# serial_subtractor

File: src/rtl/sub_pkg.sv
// Shared types and helpers for the bit-serial subtractor: FSM state encoding
// and the bit-counter width calculation.
package sub_pkg;

  typedef enum logic [1:0] {
    IDLE  = 2'd0,
    SHIFT = 2'd1,
    DONE  = 2'd2
  } state_t;

  // Counter must index bits 0..w-1; keep at least one bit for tiny widths.
  function automatic int cnt_width(input int w);
    return (w < 2) ? 1 : $clog2(w);
  endfunction

endpackage

File: src/rtl/full_subtractor.sv
// Single-bit full subtractor cell: d = a - b - bi, bo = borrow out.
module full_subtractor (
  input  logic a,
  input  logic b,
  input  logic bi,
  output logic d,
  output logic bo
);

  assign d  = a ^ b ^ bi;
  assign bo = (~a & b) | (~a & bi) | (b & bi);

endmodule

File: src/rtl/serial_subtractor.sv
// Bit-serial subtractor computing D = A - B - Bin, LSB first, one bit per clock,
// with a start/done handshake around a single full-subtractor cell.
module serial_subtractor
  import sub_pkg::*;
#(
  parameter int WIDTH = 4
) (
  input  logic             clk,
  input  logic             rst_n,
  input  logic             start,
  input  logic [WIDTH-1:0] A,
  input  logic [WIDTH-1:0] B,
  input  logic             Bin,
  output logic             busy,
  output logic             done,
  output logic [WIDTH-1:0] D,
  output logic             Bout
);

  localparam int CNT_W = cnt_width(WIDTH);

  state_t           state;
  logic [CNT_W-1:0] cnt;
  logic             borrow;
  logic [WIDTH-1:0] a_sr;
  logic [WIDTH-1:0] b_sr;
  logic [WIDTH-2:0] r_sr;
  logic             d_bit;
  logic             bo_bit;
  logic [WIDTH-1:0] r_full;

  full_subtractor u_fs (
    .a  (a_sr[0]),
    .b  (b_sr[0]),
    .bi (borrow),
    .d  (d_bit),
    .bo (bo_bit)
  );

  // Current bit joins the partial result; on the last bit this is the full difference.
  assign r_full = {d_bit, r_sr};

  always_ff @(posedge clk or negedge rst_n) begin
    if (!rst_n) begin
      state  <= IDLE;
      busy   <= 1'b0;
      done   <= 1'b0;
      D      <= '0;
      Bout   <= 1'b0;
      cnt    <= '0;
      borrow <= 1'b0;
      a_sr   <= '0;
      b_sr   <= '0;
      r_sr   <= '0;
    end else begin
      unique case (state)
        IDLE, DONE: begin
          done <= 1'b0;
          if (start) begin
            a_sr   <= A;
            b_sr   <= B;
            borrow <= Bin;
            cnt    <= '0;
            busy   <= 1'b1;
            state  <= SHIFT;
          end else begin
            state <= IDLE;
          end
        end
        SHIFT: begin
          a_sr   <= a_sr >> 1;
          b_sr   <= b_sr >> 1;
          r_sr   <= r_full[WIDTH-1:1];
          borrow <= bo_bit;
          cnt    <= cnt + 1'b1;
          if (cnt == CNT_W'(WIDTH - 1)) begin
            D     <= r_full;
            Bout  <= bo_bit;
            cnt   <= '0;
            busy  <= 1'b0;
            done  <= 1'b1;
            state <= DONE;
          end
        end
        default: begin
          busy  <= 1'b0;
          done  <= 1'b0;
          state <= IDLE;
        end
      endcase
    end
  end

endmodule

File: config.mk
export PLATFORM = sky130hd
export DESIGN_NAME = serial_subtractor
export DESIGN_NICKNAME = d
export VERILOG_FILES = /design/src/rtl/sub_pkg.sv /design/src/rtl/full_subtractor.sv /design/src/rtl/serial_subtractor.sv
export SDC_FILE = /design/constraint.sdc
export NUM_CORES = 1
export LEC_CHECK = 0
export CAP_MARGIN = 20
export CORE_MARGIN = 8
export CORE_UTILIZATION = 30
export CTS_CLUSTER_SIZE = 10
export DETAILED_ROUTE_END_ITERATION = 8
export PLACE_DENSITY = 0.49
export SLEW_MARGIN = 25
export SYNTH_ARGS = -nofsm -noshare
export SYNTH_HDL_FRONTEND = slang
export SYNTH_SLANG_ARGS = --single-unit
File: constraint.sdc
create_clock -name clk -period 1.6 [get_ports clk]
set_input_delay 0.32 -clock clk [delete_from_list [all_inputs] [get_ports clk]]
set_output_delay 0.32 -clock clk [all_outputs]
set_load 0.01 [all_outputs]
# imm_ext_pipe

### config.mk
export PLATFORM = sky130hd
export DESIGN_NAME = imm_ext_pipe
export DESIGN_NICKNAME = d
export VERILOG_FILES = /design/src/rtl/imm_ext_pipe.sv
export SDC_FILE = /design/constraint.sdc
export NUM_CORES = 1
export LEC_CHECK = 0
export ABC_AREA = 1
export CORE_MARGIN = 2
export CORE_UTILIZATION = 48
export CTS_BUF_LIST = sky130_fd_sc_hd__clkbuf_4 sky130_fd_sc_hd__clkbuf_8 sky130_fd_sc_hd__clkbuf_16
export DETAILED_ROUTE_END_ITERATION = 8
export PLACE_DENSITY = 0.76
export SKIP_CTS_REPAIR_TIMING = 1
export SYNTH_ARGS = -nofsm -noshare
export SYNTH_HDL_FRONTEND = slang
export SYNTH_SLANG_ARGS = --single-unit
export TNS_END_PERCENT = 100
### constraint.sdc
create_clock -name clk -period 2.05 [get_ports clk]
set_input_delay 0.205 -clock clk [delete_from_list [all_inputs] [get_ports clk]]
set_output_delay 0.205 -clock clk [all_outputs]
set_load 0.005 [all_outputs]
### src/rtl/imm_ext_pipe.sv
// imm_ext_pipe: pipelined immediate extender with a valid/ready handshake.
// The immediate is extended combinationally at the input and stored already
// extended in a main register (drives out_*) backed by one skid register, so
// in_ready depends on registered state only.
// Optional feature: define EXT_COUNT_EN to add the saturating xfer_count port.
module imm_ext_pipe #(
   parameter int unsigned IN_W    = 16,
   parameter int unsigned OUT_W   = 32,
   parameter int unsigned SHIFT_B = 2,
   parameter int unsigned TAG_W   = 5
) (
   input  logic             clk,
   input  logic             rst,
   input  logic             flush,
   input  logic             in_valid,
   output logic             in_ready,
   input  logic [IN_W-1:0]  in_imm,
   input  logic [2:0]       in_mode,
   input  logic [TAG_W-1:0] in_tag,
   output logic             out_valid,
   input  logic             out_ready,
   output logic [OUT_W-1:0] out_data,
   output logic [TAG_W-1:0] out_tag
`ifdef EXT_COUNT_EN
   ,
   output logic [15:0]      xfer_count
`endif
);

   typedef enum logic [2:0] {
      MODE_ZERO   = 3'd0,
      MODE_SIGN   = 3'd1,
      MODE_INST   = 3'd2,
      MODE_UPPER  = 3'd3,
      MODE_BRANCH = 3'd4
   } mode_e;

   logic [OUT_W-1:0] ext;
   logic [OUT_W-1:0] sext;
   logic [OUT_W-1:0] skid_data;
   logic [TAG_W-1:0] skid_tag;
   logic             skid_valid;
   logic             accept;
   logic             pop;

   assign in_ready = !skid_valid;
   assign accept   = in_valid & in_ready & !flush;
   assign pop      = out_valid & out_ready & !flush;

   // Extend the incoming immediate according to its mode (codes 5-7 act as ZERO).
   always_comb begin
      sext = {{(OUT_W-IN_W){in_imm[IN_W-1]}}, in_imm};
      ext  = {{(OUT_W-IN_W){1'b0}}, in_imm};
      case (mode_e'(in_mode))
         MODE_SIGN:   ext = sext;
         MODE_INST:   ext = '0;
         MODE_UPPER:  ext = {in_imm, {(OUT_W-IN_W){1'b0}}};
         MODE_BRANCH: ext = sext << SHIFT_B;
         default:     ext = {{(OUT_W-IN_W){1'b0}}, in_imm};
      endcase
   end

   // Main/skid storage: refill main from skid first, otherwise from the input.
   always_ff @(posedge clk or posedge rst) begin
      if (rst) begin
         out_valid  <= 1'b0;
         out_data   <= '0;
         out_tag    <= '0;
         skid_valid <= 1'b0;
         skid_data  <= '0;
         skid_tag   <= '0;
      end else if (flush) begin
         out_valid  <= 1'b0;
         skid_valid <= 1'b0;
      end else if (!out_valid || pop) begin
         if (skid_valid) begin
            // in_ready is low whenever skid holds a word, so no accept can collide here
            out_data   <= skid_data;
            out_tag    <= skid_tag;
            out_valid  <= 1'b1;
            skid_valid <= 1'b0;
         end else if (accept) begin
            out_data  <= ext;
            out_tag   <= in_tag;
            out_valid <= 1'b1;
         end else begin
            out_valid <= 1'b0;
         end
      end else if (accept) begin
         skid_data  <= ext;
         skid_tag   <= in_tag;
         skid_valid <= 1'b1;
      end
   end

`ifdef EXT_COUNT_EN
   // Count completed output transfers, saturating; only rst clears it.
   always_ff @(posedge clk or posedge rst) begin
      if (rst) begin
         xfer_count <= '0;
      end else if (pop && (xfer_count != 16'hFFFF)) begin
         xfer_count <= xfer_count + 16'd1;
      end
   end
`endif

endmodule
# i2c_cmd_sequencer

**src/rtl/i2c_pkg.sv**
```systemverilog
// Shared definitions for the I2C command sequencer: field widths, FSM encoding
// and the packed command layout {rw, addr, data}.
package i2c_pkg;

    localparam int I2C_ADDR_W = 7;
    localparam int I2C_DATA_W = 8;
    localparam int CMD_W      = 1 + I2C_ADDR_W + I2C_DATA_W;

    localparam logic [1:0] IDLE  = 2'd0;
    localparam logic [1:0] ISSUE = 2'd1;
    localparam logic [1:0] BUSY  = 2'd2;
    localparam logic [1:0] DONE  = 2'd3;

    typedef enum logic [1:0] {
        ST_IDLE  = IDLE,
        ST_ISSUE = ISSUE,
        ST_BUSY  = BUSY,
        ST_DONE  = DONE
    } seq_state_t;

    typedef struct packed {
        logic                  rw;
        logic [I2C_ADDR_W-1:0] addr;
        logic [I2C_DATA_W-1:0] data;
    } i2c_cmd_t;

    function automatic logic [CMD_W-1:0] pack_cmd(input logic                  rw,
                                                  input logic [I2C_ADDR_W-1:0] addr,
                                                  input logic [I2C_DATA_W-1:0] data);
        return {rw, addr, data};
    endfunction

endpackage

```
**src/rtl/i2c_cmd_fifo.sv**
```systemverilog
// Synchronous command FIFO with one extra pointer bit to tell full from empty.
// A pop frees the head slot in the same cycle, so a push alongside it is accepted even when full.
module i2c_cmd_fifo #(
    parameter int W     = 16,
    parameter int DEPTH = 4
) (
    input  logic         clk,
    input  logic         rst,
    input  logic         push,
    input  logic [W-1:0] din,
    input  logic         pop,
    output logic [W-1:0] dout,
    output logic         full,
    output logic         empty
);

    localparam int AW = $clog2(DEPTH);

    logic [W-1:0] mem [DEPTH];
    logic [AW:0]  wr_ptr;
    logic [AW:0]  rd_ptr;
    logic         do_push;
    logic         do_pop;

    assign empty   = (wr_ptr == rd_ptr);
    assign full    = (wr_ptr[AW] != rd_ptr[AW]) && (wr_ptr[AW-1:0] == rd_ptr[AW-1:0]);
    assign do_pop  = pop && !empty;
    assign do_push = push && (!full || do_pop);
    assign dout    = mem[rd_ptr[AW-1:0]];

    always_ff @(posedge clk or negedge rst) begin
        if (!rst) begin
            wr_ptr <= '0;
            rd_ptr <= '0;
        end else begin
            if (do_push) wr_ptr <= wr_ptr + 1'b1;
            if (do_pop)  rd_ptr <= rd_ptr + 1'b1;
        end
    end

    // Storage carries no reset; only the pointers define what is valid.
    always_ff @(posedge clk) begin
        if (do_push) mem[wr_ptr[AW-1:0]] <= din;
    end

endmodule

```
**src/rtl/i2c_cmd_sequencer.sv**
```systemverilog
// Feeds buffered host transactions to I2C_Master one at a time over its enable/ready
// handshake, reports completions on the response port and flags commands never accepted.
module i2c_cmd_sequencer
    import i2c_pkg::*;
#(
    parameter int DEPTH       = 4,
    parameter int ACC_TIMEOUT = 64
) (
    input  logic                  clk,
    input  logic                  rst,
    input  logic                  cmd_valid,
    input  logic                  cmd_rw,
    input  logic [I2C_ADDR_W-1:0] cmd_addr,
    input  logic [I2C_DATA_W-1:0] cmd_data,
    output logic                  cmd_ready,
    output logic [I2C_ADDR_W-1:0] m_addr,
    output logic [I2C_DATA_W-1:0] m_data_in,
    output logic                  m_rw,
    output logic                  m_enable,
    input  logic                  m_ready,
    input  logic [I2C_DATA_W-1:0] m_data_out,
    output logic                  rsp_valid,
    output logic                  rsp_rw,
    output logic [I2C_DATA_W-1:0] rsp_data,
    output logic                  err_timeout,
    output logic                  busy
);

    localparam int              CNT_W  = $clog2(ACC_TIMEOUT + 1);
    localparam logic [CNT_W-1:0] TO_MAX = CNT_W'(ACC_TIMEOUT - 1);

    seq_state_t       state;
    seq_state_t       state_nxt;
    logic [CNT_W-1:0] to_cnt;
    logic             timeout_hit;
    logic             fifo_full;
    logic             fifo_empty;
    logic [CMD_W-1:0] fifo_dout;
    i2c_cmd_t         head;
    logic             push;
    logic             pop;

    assign head      = i2c_cmd_t'(fifo_dout);
    assign cmd_ready = !fifo_full;
    assign push      = cmd_valid && cmd_ready;
    assign pop       = (state == ST_IDLE) && !fifo_empty && m_ready;
    assign m_enable  = (state == ST_ISSUE);
    assign rsp_valid = (state == ST_DONE);
    assign busy      = !fifo_empty || (state != ST_IDLE);

    i2c_cmd_fifo #(
        .W     (CMD_W),
        .DEPTH (DEPTH)
    ) u_fifo (
        .clk   (clk),
        .rst   (rst),
        .push  (push),
        .din   (pack_cmd(cmd_rw, cmd_addr, cmd_data)),
        .pop   (pop),
        .dout  (fifo_dout),
        .full  (fifo_full),
        .empty (fifo_empty)
    );

    // A master that drops ready wins over a timeout landing in the same cycle.
    always_comb begin
        state_nxt   = state;
        timeout_hit = 1'b0;
        case (state)
            ST_IDLE:  if (pop) state_nxt = ST_ISSUE;
            ST_ISSUE: begin
                if (!m_ready) begin
                    state_nxt = ST_BUSY;
                end else if (to_cnt == TO_MAX) begin
                    state_nxt   = ST_IDLE;
                    timeout_hit = 1'b1;
                end
            end
            ST_BUSY:  if (m_ready) state_nxt = ST_DONE;
            ST_DONE:  state_nxt = ST_IDLE;
            default:  state_nxt = ST_IDLE;
        endcase
    end

    always_ff @(posedge clk or negedge rst) begin
        if (!rst) begin
            state       <= ST_IDLE;
            to_cnt      <= '0;
            m_addr      <= '0;
            m_data_in   <= '0;
            m_rw        <= 1'b0;
            rsp_rw      <= 1'b0;
            rsp_data    <= '0;
            err_timeout <= 1'b0;
        end else begin
            state       <= state_nxt;
            err_timeout <= timeout_hit;
            if (pop) begin
                m_rw      <= head.rw;
                m_addr    <= head.addr;
                m_data_in <= head.data;
                to_cnt    <= '0;
            end else if (state == ST_ISSUE && m_ready && !timeout_hit) begin
                to_cnt <= to_cnt + CNT_W'(1);
            end
            // Read data is only meaningful on the cycle the master returns to idle.
            if (state == ST_BUSY && m_ready) begin
                rsp_rw   <= m_rw;
                rsp_data <= m_rw ? m_data_out : '0;
            end
        end
    end

endmodule

```
**config.mk**
```make
export PLATFORM = sky130hd
export DESIGN_NAME = i2c_cmd_sequencer
export DESIGN_NICKNAME = d
export VERILOG_FILES = /design/src/rtl/i2c_pkg.sv /design/src/rtl/i2c_cmd_fifo.sv /design/src/rtl/i2c_cmd_sequencer.sv
export SDC_FILE = /design/constraint.sdc
export NUM_CORES = 1
export LEC_CHECK = 0
export CORE_MARGIN = 8
export CORE_UTILIZATION = 30
export DETAILED_ROUTE_END_ITERATION = 16
export GPL_TIMING_DRIVEN = 0
export HOLD_SLACK_MARGIN = 0.15
export PLACE_DENSITY = 0.56
export SETUP_SLACK_MARGIN = 0.3
export SLEW_MARGIN = 20
export SYNTH_ARGS = -nofsm -noshare
export SYNTH_HDL_FRONTEND = slang
export SYNTH_SLANG_ARGS = --single-unit
```
**constraint.sdc**
```tcl
create_clock -name clk -period 1.7 [get_ports clk]
set_input_delay 0.34 -clock clk [delete_from_list [all_inputs] [get_ports clk]]
set_output_delay 0.34 -clock clk [all_outputs]
set_load 0.02 [all_outputs]
```
# pool_fc_flatten_flat

==> src/rtl/pool_fc_flatten_if.sv <==
// Bus bundle between the pool stage, the flatten stage and the fc_layer input buffer.
// The slave modport is the flatten stage; the master modport is its environment.
interface pool_fc_flatten_if #(
   parameter int INPUT_CHANNELS = 256,
   parameter int DATATYPE_SIZE  = 2,
   parameter int INPUT_SIZE     = 9216,
   parameter int ADDR_W         = (INPUT_SIZE > 1) ? $clog2(INPUT_SIZE) : 1
);
   logic                                         i_valid;
   logic [INPUT_CHANNELS-1:0][DATATYPE_SIZE-1:0] i_data;
   logic                                         o_busy;
   logic                                         o_ibuf_we;
   logic [DATATYPE_SIZE-1:0]                     o_ibuf_wr_data;
   logic [ADDR_W-1:0]                            o_ibuf_addr;
   logic                                         o_fc_start;
   logic                                         i_fc_busy;
   logic                                         o_err_drop;

   modport slave (
      input  i_valid, i_data, i_fc_busy,
      output o_busy, o_ibuf_we, o_ibuf_wr_data, o_ibuf_addr, o_fc_start, o_err_drop
   );

   modport master (
      output i_valid, i_data, i_fc_busy,
      input  o_busy, o_ibuf_we, o_ibuf_wr_data, o_ibuf_addr, o_fc_start, o_err_drop
   );
endinterface

==> src/rtl/pool_fc_flatten.sv <==
// Flatten stage: serialises pooled pixel vectors into the fc input buffer, then starts the fc.
// Optional macro FLATTEN_OVERLAP_EN adds a holding register so a vector can be taken during SER.
module pool_fc_flatten #(
   parameter int INPUT_CHANNELS = 256,
   parameter int NUM_PIXELS     = 36,
   parameter int DATATYPE_SIZE  = 2,
   parameter int INPUT_SIZE     = INPUT_CHANNELS * NUM_PIXELS
) (
   input  logic                 clk,
   input  logic                 rst,
   pool_fc_flatten_if.slave     bus
);
   localparam int CH_W   = (INPUT_CHANNELS > 1) ? $clog2(INPUT_CHANNELS) : 1;
   localparam int PX_W   = (NUM_PIXELS > 1) ? $clog2(NUM_PIXELS) : 1;
   localparam int ADDR_W = (INPUT_SIZE > 1) ? $clog2(INPUT_SIZE) : 1;
   localparam int VEC_W  = INPUT_CHANNELS * DATATYPE_SIZE;

   localparam logic [CH_W-1:0] CH_LAST = CH_W'(INPUT_CHANNELS - 1);
   localparam logic [CH_W-1:0] CH_ONE  = CH_W'(1);
   localparam logic [PX_W-1:0] PX_LAST = PX_W'(NUM_PIXELS - 1);
   localparam logic [PX_W-1:0] PX_ONE  = PX_W'(1);

   localparam logic [1:0] ST_IDLE  = 2'd0;
   localparam logic [1:0] ST_SER   = 2'd1;
   localparam logic [1:0] ST_START = 2'd2;
   localparam logic [1:0] ST_RUN   = 2'd3;

   typedef logic [INPUT_CHANNELS-1:0][DATATYPE_SIZE-1:0] vec_t;

   logic [1:0]               state_q, state_d;
   logic [CH_W-1:0]          ch_cnt_q, ch_cnt_d;
   logic [PX_W-1:0]          pixel_cnt_q, pixel_cnt_d;
   vec_t                     cap_q, cap_d;
   logic                     we_q, we_d;
   logic [DATATYPE_SIZE-1:0] wr_data_q, wr_data_d;
   logic [ADDR_W-1:0]        addr_q, addr_d;
   logic                     fc_start_q, fc_start_d;
   logic                     err_drop_q, err_drop_d;
   logic                     busy_s;
   logic                     accept_s;

`ifdef FLATTEN_OVERLAP_EN
   vec_t                     hold_q, hold_d;
   logic                     hold_full_q, hold_full_d;

   // The last pixel of an image is never overlapped: the next vector belongs to a new image.
   assign busy_s = hold_full_q || (state_q == ST_START) || (state_q == ST_RUN) ||
                   ((state_q == ST_SER) && (pixel_cnt_q == PX_LAST));
`else
   assign busy_s = (state_q != ST_IDLE);
`endif

   assign accept_s = bus.i_valid && !busy_s;

   // Next-state logic for the FSM, counters, capture path and registered outputs.
   always_comb begin
      state_d     = state_q;
      ch_cnt_d    = ch_cnt_q;
      pixel_cnt_d = pixel_cnt_q;
      cap_d       = cap_q;
      fc_start_d  = 1'b0;
      err_drop_d  = err_drop_q || (bus.i_valid && busy_s);
`ifdef FLATTEN_OVERLAP_EN
      hold_d      = hold_q;
      hold_full_d = hold_full_q;
`endif
      case (state_q)
         ST_IDLE: begin
            if (accept_s) begin
               cap_d    = bus.i_data;
               ch_cnt_d = {CH_W{1'b0}};
               state_d  = ST_SER;
            end else begin
               state_d  = ST_IDLE;
            end
         end
         ST_SER: begin
`ifdef FLATTEN_OVERLAP_EN
            if (accept_s) begin
               hold_d      = bus.i_data;
               hold_full_d = 1'b1;
            end else begin
               hold_d      = hold_q;
            end
`endif
            if (ch_cnt_q == CH_LAST) begin
               ch_cnt_d = {CH_W{1'b0}};
               if (pixel_cnt_q == PX_LAST) begin
                  pixel_cnt_d = {PX_W{1'b0}};
                  state_d     = ST_START;
                  fc_start_d  = !bus.i_fc_busy;
               end else begin
                  pixel_cnt_d = pixel_cnt_q + PX_ONE;
`ifdef FLATTEN_OVERLAP_EN
                  if (hold_full_d) begin
                     cap_d       = hold_d;
                     hold_full_d = 1'b0;
                     state_d     = ST_SER;
                  end else begin
                     state_d     = ST_IDLE;
                  end
`else
                  state_d     = ST_IDLE;
`endif
               end
            end else begin
               ch_cnt_d = ch_cnt_q + CH_ONE;
            end
         end
         ST_START: begin
            // The pulse is launched from START; once it has been out for a cycle, hand over.
            if (fc_start_q) begin
               state_d    = ST_RUN;
            end else begin
               fc_start_d = !bus.i_fc_busy;
            end
         end
         ST_RUN: begin
            if (!bus.i_fc_busy) begin
               state_d = ST_IDLE;
            end else begin
               state_d = ST_RUN;
            end
         end
         default: begin
            state_d = ST_IDLE;
         end
      endcase

      we_d      = (state_d == ST_SER);
      wr_data_d = we_d ? cap_d[ch_cnt_d] : {DATATYPE_SIZE{1'b0}};
      addr_d    = we_d ? (ADDR_W'(pixel_cnt_d) * ADDR_W'(INPUT_CHANNELS) + ADDR_W'(ch_cnt_d))
                       : {ADDR_W{1'b0}};
   end

   // State and output registers with asynchronous clear.
   always_ff @(posedge clk or negedge rst) begin
      if (!rst) begin
         state_q     <= ST_IDLE;
         ch_cnt_q    <= {CH_W{1'b0}};
         pixel_cnt_q <= {PX_W{1'b0}};
         cap_q       <= {VEC_W{1'b0}};
         we_q        <= 1'b0;
         wr_data_q   <= {DATATYPE_SIZE{1'b0}};
         addr_q      <= {ADDR_W{1'b0}};
         fc_start_q  <= 1'b0;
         err_drop_q  <= 1'b0;
`ifdef FLATTEN_OVERLAP_EN
         hold_q      <= {VEC_W{1'b0}};
         hold_full_q <= 1'b0;
`endif
      end else begin
         state_q     <= state_d;
         ch_cnt_q    <= ch_cnt_d;
         pixel_cnt_q <= pixel_cnt_d;
         cap_q       <= cap_d;
         we_q        <= we_d;
         wr_data_q   <= wr_data_d;
         addr_q      <= addr_d;
         fc_start_q  <= fc_start_d;
         err_drop_q  <= err_drop_d;
`ifdef FLATTEN_OVERLAP_EN
         hold_q      <= hold_d;
         hold_full_q <= hold_full_d;
`endif
      end
   end

   assign bus.o_busy         = busy_s;
   assign bus.o_ibuf_we      = we_q;
   assign bus.o_ibuf_wr_data = wr_data_q;
   assign bus.o_ibuf_addr    = addr_q;
   assign bus.o_fc_start     = fc_start_q;
   assign bus.o_err_drop     = err_drop_q;
endmodule

==> src/flat_wrapper.sv <==
// flat-port wrapper written by rule: the top's interface ports become plain ports
module pool_fc_flatten_flat 
#(
   parameter int INPUT_CHANNELS = 256,
   parameter int NUM_PIXELS     = 36,
   parameter int DATATYPE_SIZE  = 2,
   parameter int INPUT_SIZE     = INPUT_CHANNELS * NUM_PIXELS
)
  (clk, rst, bus_i_valid, bus_i_data, bus_i_fc_busy, bus_o_busy, bus_o_ibuf_we, bus_o_ibuf_wr_data, bus_o_ibuf_addr, bus_o_fc_start, bus_o_err_drop);
  pool_fc_flatten_if #(.INPUT_CHANNELS(INPUT_CHANNELS), .DATATYPE_SIZE(DATATYPE_SIZE), .INPUT_SIZE(INPUT_SIZE)) bus_i ();
  input  logic clk;
  input  logic rst;
  input wire logic [$bits(bus_i.i_valid)-1:0] bus_i_valid;
  input wire logic [$bits(bus_i.i_data)-1:0] bus_i_data;
  input wire logic [$bits(bus_i.i_fc_busy)-1:0] bus_i_fc_busy;
  output wire logic [$bits(bus_i.o_busy)-1:0] bus_o_busy;
  output wire logic [$bits(bus_i.o_ibuf_we)-1:0] bus_o_ibuf_we;
  output wire logic [$bits(bus_i.o_ibuf_wr_data)-1:0] bus_o_ibuf_wr_data;
  output wire logic [$bits(bus_i.o_ibuf_addr)-1:0] bus_o_ibuf_addr;
  output wire logic [$bits(bus_i.o_fc_start)-1:0] bus_o_fc_start;
  output wire logic [$bits(bus_i.o_err_drop)-1:0] bus_o_err_drop;
  assign bus_i.i_valid = bus_i_valid;
  assign bus_i.i_data = bus_i_data;
  assign bus_i.i_fc_busy = bus_i_fc_busy;
  assign bus_o_busy = bus_i.o_busy;
  assign bus_o_ibuf_we = bus_i.o_ibuf_we;
  assign bus_o_ibuf_wr_data = bus_i.o_ibuf_wr_data;
  assign bus_o_ibuf_addr = bus_i.o_ibuf_addr;
  assign bus_o_fc_start = bus_i.o_fc_start;
  assign bus_o_err_drop = bus_i.o_err_drop;
  pool_fc_flatten #(.INPUT_CHANNELS(INPUT_CHANNELS), .NUM_PIXELS(NUM_PIXELS), .DATATYPE_SIZE(DATATYPE_SIZE), .INPUT_SIZE(INPUT_SIZE)) u_core (.clk(clk), .rst(rst), .bus(bus_i));
endmodule
==> config.mk <==
export PLATFORM = sky130hd
export DESIGN_NAME = pool_fc_flatten_flat
export DESIGN_NICKNAME = d
export VERILOG_FILES = /design/src/rtl/pool_fc_flatten_if.sv /design/src/rtl/pool_fc_flatten.sv /design/src/flat_wrapper.sv
export SDC_FILE = /design/constraint.sdc
export NUM_CORES = 1
export LEC_CHECK = 0
export CORE_MARGIN = 8
export CORE_UTILIZATION = 30
export DETAILED_ROUTE_END_ITERATION = 8
export GPL_ROUTABILITY_DRIVEN = 0
export PLACE_DENSITY = 0.63
export SYNTH_ARGS = -nofsm -noshare
export SYNTH_HDL_FRONTEND = slang
export SYNTH_SLANG_ARGS = --single-unit
==> constraint.sdc <==
create_clock -name clk -period 6.8 [get_ports clk]
set_input_delay 1.36 -clock clk [delete_from_list [all_inputs] [get_ports clk]]
set_output_delay 1.36 -clock clk [all_outputs]
set_load 0.05 [all_outputs]
# pwm_peripheral

`src/rtl/pwm_peripheral.sv`:
```
// rtl/pwm_peripheral.sv - shared 8-bit PWM driving 16 pins with per-pin off/static/pwm modes
module pwm_peripheral #(
    parameter int unsigned CLK_DIV = 13
) (
    input  logic        clk,
    input  logic        rst_n,
    input  logic [7:0]  en_reg_out_7_0,
    input  logic [7:0]  en_reg_out_15_8,
    input  logic [7:0]  en_reg_pwm_7_0,
    input  logic [7:0]  en_reg_pwm_15_8,
    input  logic [7:0]  pwm_duty_cycle,
    output logic [15:0] out,
    output logic        period_start
);

    localparam logic [15:0] DIV_LAST = 16'(CLK_DIV - 1);

    logic [15:0] prescaler_q, prescaler_d;
    logic [7:0]  pwm_cnt_q, pwm_cnt_d;
    logic [7:0]  duty_shadow_q, duty_shadow_d;
    logic [15:0] out_q, out_d;
    logic        period_start_q, period_start_d;

    logic        tick;
    logic        wrap;
    logic        pwm_level;
    logic [15:0] en_out;
    logic [15:0] en_pwm;

    assign en_out = {en_reg_out_15_8, en_reg_out_7_0};
    assign en_pwm = {en_reg_pwm_15_8, en_reg_pwm_7_0};

    // Counting, duty shadowing at period boundary, and per-pin output selection.
    // With CLK_DIV = 1 the prescaler stays at 0, so tick is permanently high.
    always_comb begin
        tick           = (prescaler_q == DIV_LAST);
        wrap           = tick && (pwm_cnt_q == 8'hFF);
        prescaler_d    = tick ? 16'd0 : prescaler_q + 16'd1;
        pwm_cnt_d      = tick ? pwm_cnt_q + 8'd1 : pwm_cnt_q;
        duty_shadow_d  = wrap ? pwm_duty_cycle : duty_shadow_q;
        // 0xFF is special-cased so full duty has no single low count per period.
        pwm_level      = (duty_shadow_q == 8'hFF) || (pwm_cnt_q < duty_shadow_q);
        out_d          = en_out & (~en_pwm | {16{pwm_level}});
        period_start_d = wrap;
    end

    // State registers; asynchronous reset drives the pins low immediately.
    always_ff @(posedge clk or negedge rst_n) begin
        if (!rst_n) begin
            prescaler_q    <= 16'd0;
            pwm_cnt_q      <= 8'd0;
            duty_shadow_q  <= 8'd0;
            out_q          <= 16'd0;
            period_start_q <= 1'b0;
        end else begin
            prescaler_q    <= prescaler_d;
            pwm_cnt_q      <= pwm_cnt_d;
            duty_shadow_q  <= duty_shadow_d;
            out_q          <= out_d;
            period_start_q <= period_start_d;
        end
    end

    assign out          = out_q;
    assign period_start = period_start_q;

endmodule

```
`config.mk`:
```
export PLATFORM = sky130hd
export DESIGN_NAME = pwm_peripheral
export DESIGN_NICKNAME = d
export VERILOG_FILES = /design/src/rtl/pwm_peripheral.sv
export SDC_FILE = /design/constraint.sdc
export NUM_CORES = 1
export LEC_CHECK = 0
export CELL_PAD_IN_SITES_DETAIL_PLACEMENT = 1
export CELL_PAD_IN_SITES_GLOBAL_PLACEMENT = 1
export CORE_ASPECT_RATIO = 1.25
export CORE_MARGIN = 3
export CORE_UTILIZATION = 34
export CTS_CLUSTER_SIZE = 12
export DETAILED_ROUTE_END_ITERATION = 6
export GPL_ROUTABILITY_DRIVEN = 1
export PLACE_DENSITY = 0.69
export SLEW_MARGIN = 30
export SYNTH_ARGS = -nofsm -noshare
export SYNTH_HDL_FRONTEND = slang
export SYNTH_SLANG_ARGS = --single-unit
```
`constraint.sdc`:
```
create_clock -name clk -period 2.5 [get_ports clk]
set_clock_uncertainty 0.2 [all_clocks]
set_input_delay 0.75 -clock clk [delete_from_list [all_inputs] [get_ports clk]]
set_output_delay 0.75 -clock clk [all_outputs]
set_load 0.005 [all_outputs]
```
### Signal metal coverage by tile, i2c_cmd_sequencer

Drawn at 3 px/um. The die is cut into 27 by 27 equal tiles; white is low, dark blue is high, scaled to the fullest tile. Values are wire area over tile area, all layers added.
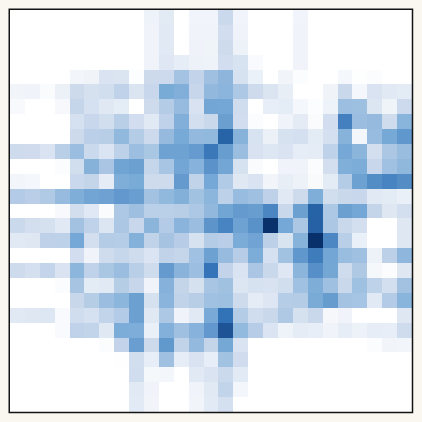
densest ninth of the die: centre
fullest tile: 0.41
nearly empty tiles: 32%
mean over tiles: 0.078
emptiest ninth of the die: upper left

==> ds_physical_params.txt, i2c_cmd_sequencer <==
Physical implementation characteristics

Parameter                              Value

Run status
  Run status .................. finished with violations
  Failing checks .................. negative setup slack

Logic synthesis
  Synthesized netlist cell count .................. 239
  Post-Syn Area .................. 0.00417 mm^2
  Mux share of post-synthesis cell area .................. 13.8%

Layout
  Count of multi-input gates .................. 122
  Non-filler cells, final .................. 523
  Clock buffer count .................. 9
  Fraction of area in non-clock buffers .................. 18.1%

Setup path
  Beginning of the critical path .................. u_fifo.rd_ptr[0]
  End point of the critical path .................. busy

Global routing
  Met3 Track Usage GR .................. 4.11%
  Vias in the first global route .................. 2568
  GRT Total Usage .................. 10.2%
  Largest net degree at the start of global routing .................. 24

Routing
  Detailed-routed wire length on met2 .................. 4.67 mm
  Detailed-route via count .................. 2425

Timing
  Fin. max-slew vios .................. 0
  Final setup violating endpoints .................. 19
  Setup WS post-layout .................. -0.0576 ns

Clock network
  Total clock buffers created by CTS .................. 9

Power and ir drop
  Power in sequential cells .................. 3960 uW
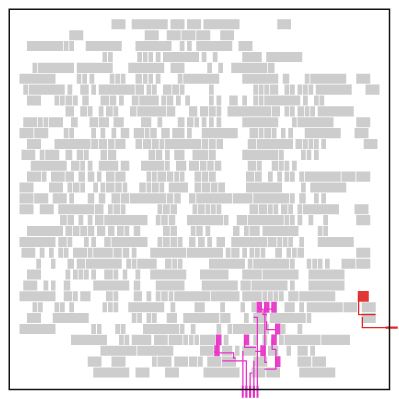
*Wires at chosen ports, followed through buffers, imm_ext_pipe*
Drawn at 4 px/um.
legend:
  magenta:
    port: `in_tag`
    bits: 5
    direction: input
    end_cells: 10
    buffers: 5
    wire: 103 um
  red:
    port: `rst`
    bits: 1
    direction: input
    end_cells: 1
    buffers: 1
    wire: 17.7 um
I/O pin count: 68
input/output buffers: 67

==> ds_physical_params.txt, imm_ext_pipe <==
Physical implementation characteristics

Parameter                              Value

Logic synthesis
  Synthesis Warnings .................. 0
  Sequential fraction of the synthesis area .................. 48.2%
  Top cells by area, synth .................. dfrtp_1 (48%), nand2_1 (13%), nand3_1 (10%), nor2_1 (9.3%), a31oi_1 (4.4%)
  Post-synth cell types .................. 25
  Synthesized-area fraction occupied by ao, oa, aoi and oai cells .................. 7.22%

Clock network
  Total clock buffers created by CTS .................. 9
  Clock-pin slew on the worst setup and hold paths .................. 0.08 ns
  Maximum count of clock buffers along a single path .................. 2
  Number of H-tree branching levels .................. 3

Floorplan
  Die Wd .................. 94.7 um
  Vertical die size .................. 94.7 um
  Area of the chip .................. 0.00897 mm^2

Run
  Warning total across the stage logs .................. 26

Timing
  Max-slew headroom .................. 69.3%

Global routing
  Most Crowded Layer GR .................. met2
  GRT Total Usage .................. 23.0%

Setup path
  Chain of cells forming the critical path .................. clkinv_1, clkdlybuf4s50_1
  Beginning of the critical path .................. skid_valid

Power and ir drop
  Largest Pwr Group .................. registers
  NetSw .................. 1180 uW
  Leakage power .................. 0.00246 uW
  Worst IR drop on VDD .................. 0.381 mV

Layout
  Non-filler cells, final .................. 686
  Clock tree cell share of total cell area .................. 4.57%
  Logic share of the area .................. 35.1%

Run status
  Run status .................. finished, final reports clean
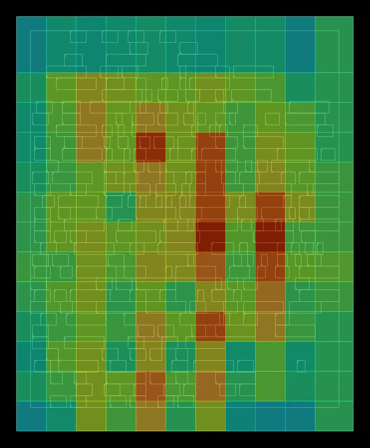
*Track usage over the die, pwm_peripheral*
wire length per cell after detailed routing: 14.4 um
global-route met2 utilization: 24.9%
GRT Total Usage: 13.9%
met3 Track Usage GR: 4.03%
Util after Layout: 47.9%

==> ds_physical_params.txt, pwm_peripheral <==
Physical implementation characteristics

Parameter                              Value

Timing
  Number of endpoints with negative hold slack in the final report .................. 0
  Fin. max-slew vios .................. 0
  Setup WS post-layout .................. 0.363 ns

Layout
  Fraction of area in non-clock buffers .................. 20.5%

Placement
  DP Wirelength .................. 3.79 mm

Setup path
  Crit path capture type .................. flop
  Critical Path Max Stage Delay .................. 0.54 ns

Floorplan
  Area of the chip .................. 0.00745 mm^2
  Rows .................. 32

Routing
  Antenna violation net count after detailed routing .................. 0
  Post-detailed-route via-to-cell ratio .................. 4.75
  Wire length on met1 .................. 2.00 mm

Logic synthesis
  Dominant cell type by area after synthesis .................. dfrtp_1
  Post-synth cell types .................. 29
  Top logic cell family in the synthesized netlist .................. simple AND/OR/NAND/NOR gates
  Xor/xnor share of the synthesized area .................. 8.40%

Run status
  Run status .................. finished, final reports clean

Power and ir drop
  Portion of total power attributed to sequential cells .................. 58.4%
  PD cells .................. 472 mW/mm^2
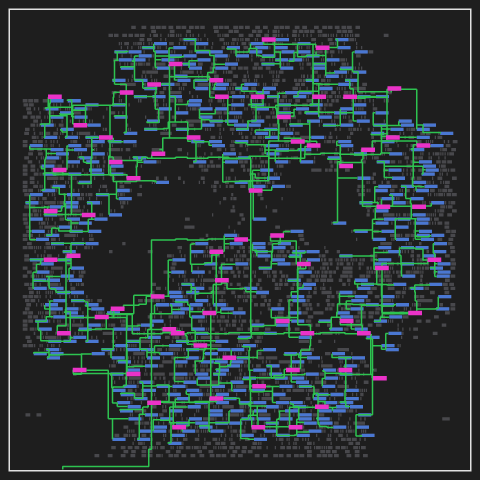
*Clock distribution, pool_fc_flatten_flat*
Drawn at 1.5 px/um.
legend:
  blue:
    item: flip-flops
    count: 547
  magenta:
    item: cells driving clock nets
    count: 66
  green:
    item: clock wires
    length: 8010 um
flops lie: widely spread

### Signal metal coverage by tile, pool_fc_flatten_flat

Drawn at 1 px/um. The die is cut into 31 by 31 equal tiles; white is low, dark blue is high, scaled to the fullest tile. Values are wire area over tile area, all layers added.
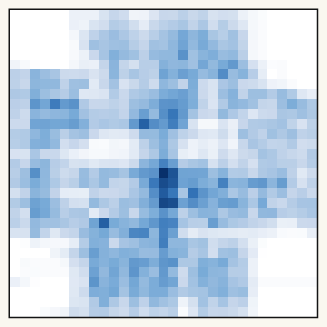
mean over tiles: 0.18
emptiest ninth of the die: lower right
fullest tile: 0.64
tiles over half the peak: 11%
nearly empty tiles: 14%

==> ds_physical_params.txt, pool_fc_flatten_flat <==
Physical implementation characteristics

Parameter                              Value

Run status
  Run status .................. finished, final reports clean

Logic synthesis
  Synth Flop Type .................. dfrtp_1
  Flops out of synthesis .................. 547

Timing
  Number of endpoints with negative hold slack in the final report .................. 0
  Unrepaired setup endpoints after global routing .................. false
  Max-slew headroom .................. 32.4%
  Total negative slack .................. 0 ns
  Max Clock Skew .................. 0.0198 ns
  Setup WS post-layout .................. 2.00 ns

Layout
  Util after Layout .................. 40.9%
  Antenna cells .................. 25
  Top logic cell by instance count in the layout .................. nand2_1
  Area added between synthesis and finish .................. 34.9%
  Fraction of layout cells with a size suffix above 1 .................. 8.52%

Setup path
  Critical path data arrival time .................. 5.29 ns
  CP dominant cell by count .................. mux2i_1
  Beginning of the critical path .................. bus_i_valid
  Crit path capture type .................. flop

Clock network
  Clock latency on the worst-skew pair .................. 0.61 ns
  Total clock buffers created by CTS .................. 66
  Post-CTS Setup Inserts .................. 0

Global routing
  GRT Total Usage .................. 20.9%
  Vias in the first global route .................. 22.3k

Floorplan
  I/O pin count .................. 536

Power and ir drop
  PD cells .................. 373 mW/mm^2

Placement
  Input/output buffers .................. 535
### Wires at chosen ports, followed through buffers, serial_subtractor

Drawn at 6 px/um.
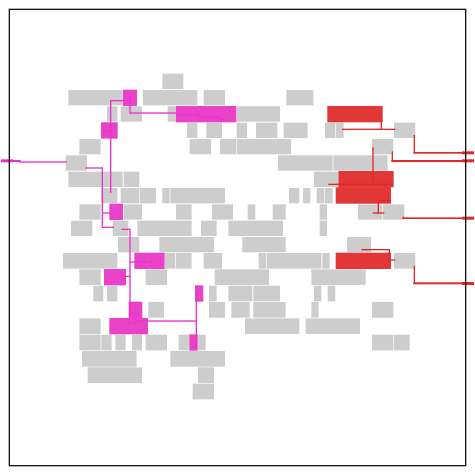
legend:
  magenta:
    port: `start`
    bits: 1
    direction: input
    end_cells: 15
    buffers: 3
    wire: 110 um
  red:
    port: `D`
    bits: 4
    direction: output
    end_cells: 4
    buffers: 4
    wire: 85.9 um

==> ds_physical_params.txt, serial_subtractor <==
Physical implementation characteristics

Parameter                              Value

Run status
  Run status .................. finished, final reports clean

Setup path
  Family with the most delay on the worst path .................. buffers and inverters
  Worst Reg-to-Reg Cells .................. 3

Clock network
  Post-CTS Setup Inserts .................. 0
  Post-CTS Resized .................. 0
  Clock-pin slew on the worst setup and hold paths .................. 0.13 ns

Layout
  Top library cells by usage in the layout, fill and taps aside .................. dfrtp_1 (23), clkdlybuf4s50_1 (17), nand2_1 (9), mux2i_1 (7), buf_4 (7)
  Top logic cell by instance count in the layout .................. dfrtp_1
  Fraction of area in non-clock buffers .................. 17.3%

Logic synthesis
  Most frequent cell after synthesis .................. dfrtp_1
  Mean Syn Cell Area .................. 11.7 um^2
  Xor/xnor share of the synthesized area .................. 0%
  Flops out of synthesis .................. 23
  Number of synthesized flops with an enable pin .................. 0

Power and ir drop
  Gate power share .................. 44.2%

Floorplan
  Tap cells .................. 46
  I/O pin count .................. 19

Routing
  Wire length per cell after detailed routing .................. 12.7 um

Global routing
  Vias in the first global route .................. 759

Timing
  Unrepaired setup endpoints after global routing .................. false

Placement
  Routability congestion estimate .................. 0.777

# cart_loader

### Signal metal coverage by tile, cart_loader

Drawn at 4 px/um. The die is cut into 21 by 21 equal tiles; white is low, dark blue is high, scaled to the fullest tile. Values are wire area over tile area, all layers added.
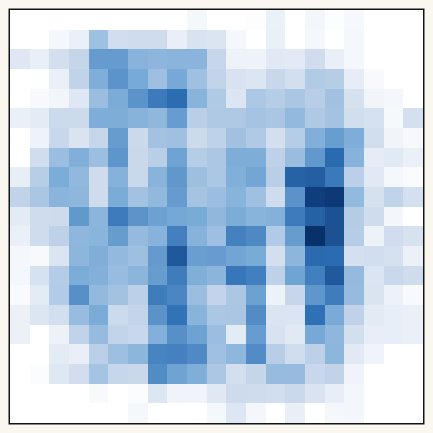
### Selected gate families, cart_loader

Drawn at 4 px/um.
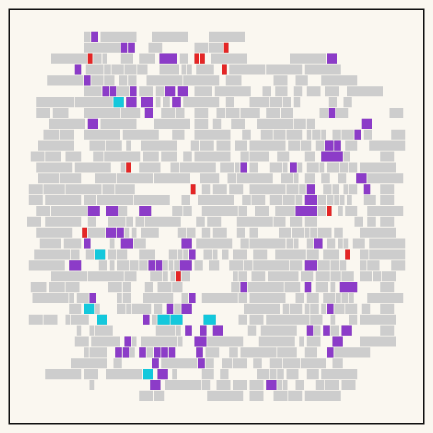
### config.mk
export PLATFORM = sky130hd
export DESIGN_NAME = cart_loader
export DESIGN_NICKNAME = d
export VERILOG_FILES = /design/src/rtl/gb_pkg.sv /design/src/rtl/uart_rx.sv /design/src/rtl/cart_loader.sv
export SDC_FILE = /design/constraint.sdc
export NUM_CORES = 1
export LEC_CHECK = 0
export CAP_MARGIN = 20
export CORE_MARGIN = 4
export CORE_UTILIZATION = 60
export CTS_CLUSTER_SIZE = 12
export DETAILED_ROUTE_END_ITERATION = 16
export PLACE_DENSITY = 0.82
export SLEW_MARGIN = 40
export SYNTH_ARGS = -nofsm -noshare
export SYNTH_HDL_FRONTEND = slang
export SYNTH_HIERARCHICAL = 1
export SYNTH_SLANG_ARGS = --single-unit
export TNS_END_PERCENT = 100
### constraint.sdc
create_clock -name clockgb -period 7.15 [get_ports clockgb]
set_input_delay 0.715 -clock clockgb [delete_from_list [all_inputs] [get_ports clockgb]]
set_output_delay 0.715 -clock clockgb [all_outputs]
set_load 0.03 [all_outputs]
### src/rtl/gb_pkg.sv
// Shared constants and state encodings for the cartridge loader path.
package gb_pkg;

  localparam logic [7:0]  DEF_SYNC_BYTE = 8'hA5;
  localparam logic [23:0] MAX_ROM_LEN   = 24'h080000;

  typedef enum logic [2:0] {
    ST_IDLE,
    ST_LEN0,
    ST_LEN1,
    ST_LEN2,
    ST_DATA,
    ST_CSUM,
    ST_DONE,
    ST_ERROR
  } load_state_t;

  typedef enum logic [1:0] {
    RX_IDLE,
    RX_START,
    RX_DATA,
    RX_STOP
  } rx_state_t;

endpackage

### src/rtl/uart_rx.sv
// 8N1 UART receiver: input synchronizer, oversample counter and deserializer.
module uart_rx import gb_pkg::*; #(
  parameter int unsigned CLKS_PER_BIT = 36
) (
  input  logic       clockgb,
  input  logic       reset,
  input  logic       UART_RX,
  output logic [7:0] rx_byte,
  output logic       rx_valid,
  output logic       rx_frame_err
);

  localparam int unsigned    CW   = $clog2(CLKS_PER_BIT);
  localparam logic [CW-1:0]  HALF = CW'(CLKS_PER_BIT / 2 - 1);
  localparam logic [CW-1:0]  FULL = CW'(CLKS_PER_BIT - 1);

  logic          rx_meta;
  logic          rx_sync;
  rx_state_t     st;
  logic [CW-1:0] cnt;
  logic [2:0]    bit_idx;
  logic [7:0]    shreg;

  assign rx_byte = shreg;

  // Two-flop synchronizer; idles high so reset does not look like a start bit.
  always_ff @(posedge clockgb or posedge reset) begin
    if (reset) begin
      rx_meta <= 1'b1;
      rx_sync <= 1'b1;
    end else begin
      rx_meta <= UART_RX;
      rx_sync <= rx_meta;
    end
  end

  // Deserializer: mid-bit sampling after a confirmed start bit, one-cycle strobes.
  always_ff @(posedge clockgb or posedge reset) begin
    if (reset) begin
      st           <= RX_IDLE;
      cnt          <= '0;
      bit_idx      <= '0;
      shreg        <= '0;
      rx_valid     <= 1'b0;
      rx_frame_err <= 1'b0;
    end else begin
      rx_valid     <= 1'b0;
      rx_frame_err <= 1'b0;
      unique case (st)
        RX_IDLE: begin
          cnt <= '0;
          if (!rx_sync) st <= RX_START;
        end
        RX_START: begin
          if (cnt == HALF) begin
            cnt     <= '0;
            bit_idx <= '0;
            st      <= rx_sync ? RX_IDLE : RX_DATA;
          end else begin
            cnt <= cnt + CW'(1);
          end
        end
        RX_DATA: begin
          if (cnt == FULL) begin
            cnt   <= '0;
            shreg <= {rx_sync, shreg[7:1]};
            if (bit_idx == 3'd7) st <= RX_STOP;
            else bit_idx <= bit_idx + 3'd1;
          end else begin
            cnt <= cnt + CW'(1);
          end
        end
        RX_STOP: begin
          if (cnt == FULL) begin
            cnt <= '0;
            st  <= RX_IDLE;
            if (rx_sync) rx_valid     <= 1'b1;
            else         rx_frame_err <= 1'b1;
          end else begin
            cnt <= cnt + CW'(1);
          end
        end
        default: st <= RX_IDLE;
      endcase
    end
  end

endmodule

### src/rtl/cart_loader.sv
// Cartridge image loader: frames UART bytes (sync, 24-bit length, data,
// checksum) and streams the data into the banked-ROM SRAM write port.
module cart_loader import gb_pkg::*; #(
  parameter int unsigned CLKS_PER_BIT = 36,
  parameter logic [7:0]  SYNC_BYTE    = DEF_SYNC_BYTE
) (
  input  logic        clockgb,
  input  logic        reset,
  input  logic        prog,
  input  logic        UART_RX,
  output logic [18:0] wr_address,
  output logic [7:0]  wr_data,
  output logic        wr_valid,
  input  logic        wr_ready,
  output logic        busy,
  output logic        done,
  output logic        error
);

  logic [7:0]  rx_byte;
  logic        rx_valid;
  logic        rx_frame_err;

  load_state_t state;
  logic [23:0] length;
  logic [19:0] count;
  logic [7:0]  sum;
  logic        accept;
  logic        last_accept;

  uart_rx #(.CLKS_PER_BIT(CLKS_PER_BIT)) u_rx (
    .clockgb      (clockgb),
    .reset        (reset),
    .UART_RX      (UART_RX),
    .rx_byte      (rx_byte),
    .rx_valid     (rx_valid),
    .rx_frame_err (rx_frame_err)
  );

  // The accepted-write count doubles as the SRAM address of the next write.
  assign wr_address  = count[18:0];
  assign accept      = wr_valid && wr_ready;
  assign last_accept = accept && ((count + 20'd1) == length[19:0]);

  // Frame FSM with length/address counters, checksum and holding register.
  always_ff @(posedge clockgb or posedge reset) begin
    if (reset) begin
      state    <= ST_IDLE;
      length   <= '0;
      count    <= '0;
      sum      <= '0;
      wr_data  <= '0;
      wr_valid <= 1'b0;
      busy     <= 1'b0;
      done     <= 1'b0;
      error    <= 1'b0;
    end else if (!prog) begin
      state    <= ST_IDLE;
      length   <= '0;
      count    <= '0;
      sum      <= '0;
      wr_valid <= 1'b0;
      busy     <= 1'b0;
      done     <= 1'b0;
      error    <= 1'b0;
    end else begin
      busy <= (state inside {ST_LEN0, ST_LEN1, ST_LEN2, ST_DATA, ST_CSUM});
      if (accept) begin
        wr_valid <= 1'b0;
        count    <= count + 20'd1;
      end
      unique case (state)
        ST_IDLE: begin
          if (rx_valid && rx_byte == SYNC_BYTE) state <= ST_LEN0;
        end
        ST_LEN0: begin
          if (rx_frame_err) begin
            state <= ST_ERROR;
            error <= 1'b1;
          end else if (rx_valid) begin
            length[7:0] <= rx_byte;
            state       <= ST_LEN1;
          end
        end
        ST_LEN1: begin
          if (rx_frame_err) begin
            state <= ST_ERROR;
            error <= 1'b1;
          end else if (rx_valid) begin
            length[15:8] <= rx_byte;
            state        <= ST_LEN2;
          end
        end
        ST_LEN2: begin
          if (rx_frame_err) begin
            state <= ST_ERROR;
            error <= 1'b1;
          end else if (rx_valid) begin
            length[23:16] <= rx_byte;
            if ({rx_byte, length[15:0]} > MAX_ROM_LEN) begin
              state <= ST_ERROR;
              error <= 1'b1;
            end else if ({rx_byte, length[15:0]} == 24'd0) begin
              state <= ST_CSUM;
            end else begin
              state <= ST_DATA;
            end
          end
        end
        ST_DATA: begin
          if (rx_frame_err) begin
            state    <= ST_ERROR;
            error    <= 1'b1;
            wr_valid <= 1'b0;
          end else if (rx_valid && last_accept) begin
            // Final write retires in the same cycle the next byte lands, so
            // that byte is the checksum rather than more data.
            if (rx_byte == sum) begin
              state <= ST_DONE;
              done  <= 1'b1;
            end else begin
              state <= ST_ERROR;
              error <= 1'b1;
            end
          end else if (rx_valid && wr_valid && !accept) begin
            state    <= ST_ERROR;
            error    <= 1'b1;
            wr_valid <= 1'b0;
          end else if (rx_valid) begin
            wr_data  <= rx_byte;
            wr_valid <= 1'b1;
            sum      <= sum + rx_byte;
          end else if (last_accept) begin
            state <= ST_CSUM;
          end
        end
        ST_CSUM: begin
          if (rx_frame_err) begin
            state <= ST_ERROR;
            error <= 1'b1;
          end else if (rx_valid) begin
            if (rx_byte == sum) begin
              state <= ST_DONE;
              done  <= 1'b1;
            end else begin
              state <= ST_ERROR;
              error <= 1'b1;
            end
          end
        end
        ST_DONE, ST_ERROR: begin
        end
        default: state <= ST_IDLE;
      endcase
    end
  end

endmodule

==> ds_physical_params.txt <==
Physical implementation characteristics

Parameter                              Value

Setup path
  Critical Path Max Stage Delay .................. 0.62 ns
  RR Endpoint .................. wr_data[5]
  Instance count on the critical path .................. 8
  End point of the critical path .................. wr_data[5]
  Crit path buffers/inverters .................. 0

Timing
  Total negative slack .................. 0 ns
  Max-slew headroom .................. 57.2%

Routing
  Wire length per cell after detailed routing .................. 17.2 um
  Remaining design rule violation count .................. 0
  Detailed-route via count .................. 3990

Floorplan
  FP Core Util .................. 62.2%
  Vertical die size .................. 103 um

Min path
  Path class of the lowest-slack min-delay path .................. flop to flop

Power and ir drop
  Power after layout .................. 941 uW
  Logic power comb .................. 57.2 uW
  Internal .................. 695 uW

Logic synthesis
  Yosys Chip Area .................. 0.00545 mm^2
  Top cells by area, synth .................. dfrtp_1 (39%), mux2i_1 (5.1%), xnor2_1 (4.3%), xor2_1 (3.7%), nor2b_1 (3.2%)
  Synthesis Warnings .................. 6
  Flops out of synthesis .................. 86
  Yosys top cell area share .................. 38.6%
  Number of synthesized flops with an enable pin .................. 0
  Xor/xnor share of the synthesized area .................. 8.04%

Layout
  Final instance area .................. 0.00582 mm^2
  Biggest regs .................. count (20), length (20)
  Count of nets after finishing .................. 561

Run status
  Run status .................. finished, final reports clean

Global routing
  First-pass GRT wire length .................. 18.8 mm

Placement
  Placed insts .................. 640
## Picture notes: 'Signal metal coverage by tile' of cart_loader
emptiest ninth of the die: upper right
mean over tiles: 0.17
nearly empty tiles: 16%
densest ninth of the die: centre
tiles over half the peak: 16%
fullest tile: 0.59

## Picture notes: 'Selected gate families' of cart_loader
legend:
  cyan:
    family: AND-OR and OR-AND gates
    cells: 8
  purple:
    family: inverting AOI/OAI gates
    cells: 76
    most_used: o21ai_0
  red:
    family: inverters
    cells: 11
    most_used: inv_1



==> gallery <==
Wires at chosen ports, followed through buffers.
(a)
Drawn at 4 px/um.
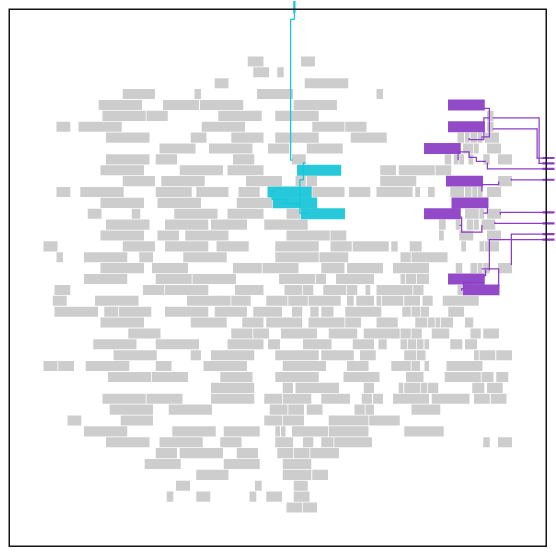
(b)
Drawn at 1.5 px/um.
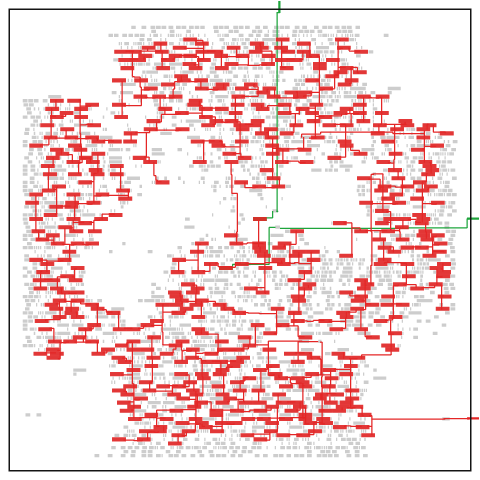
(c)
Drawn at 4 px/um.
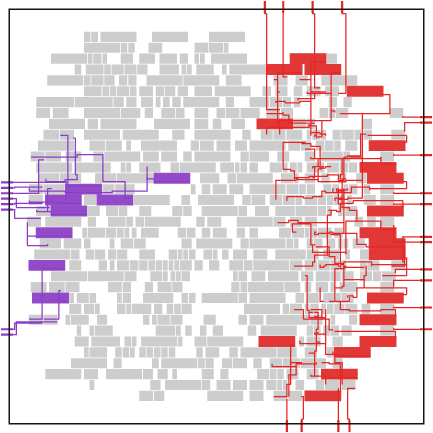
(d)
Drawn at 4 px/um.
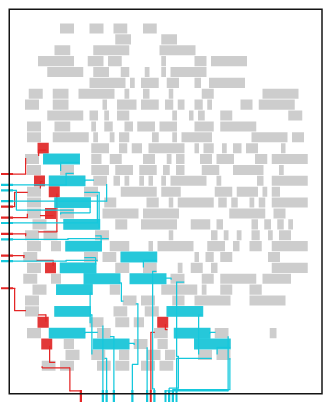
(b) is pool_fc_flatten_flat.
(a) is i2c_cmd_sequencer.
(c) is cart_loader.
(d) is pwm_peripheral.

Power figures rest on the tool's default switching activity, not on a simulated workload.
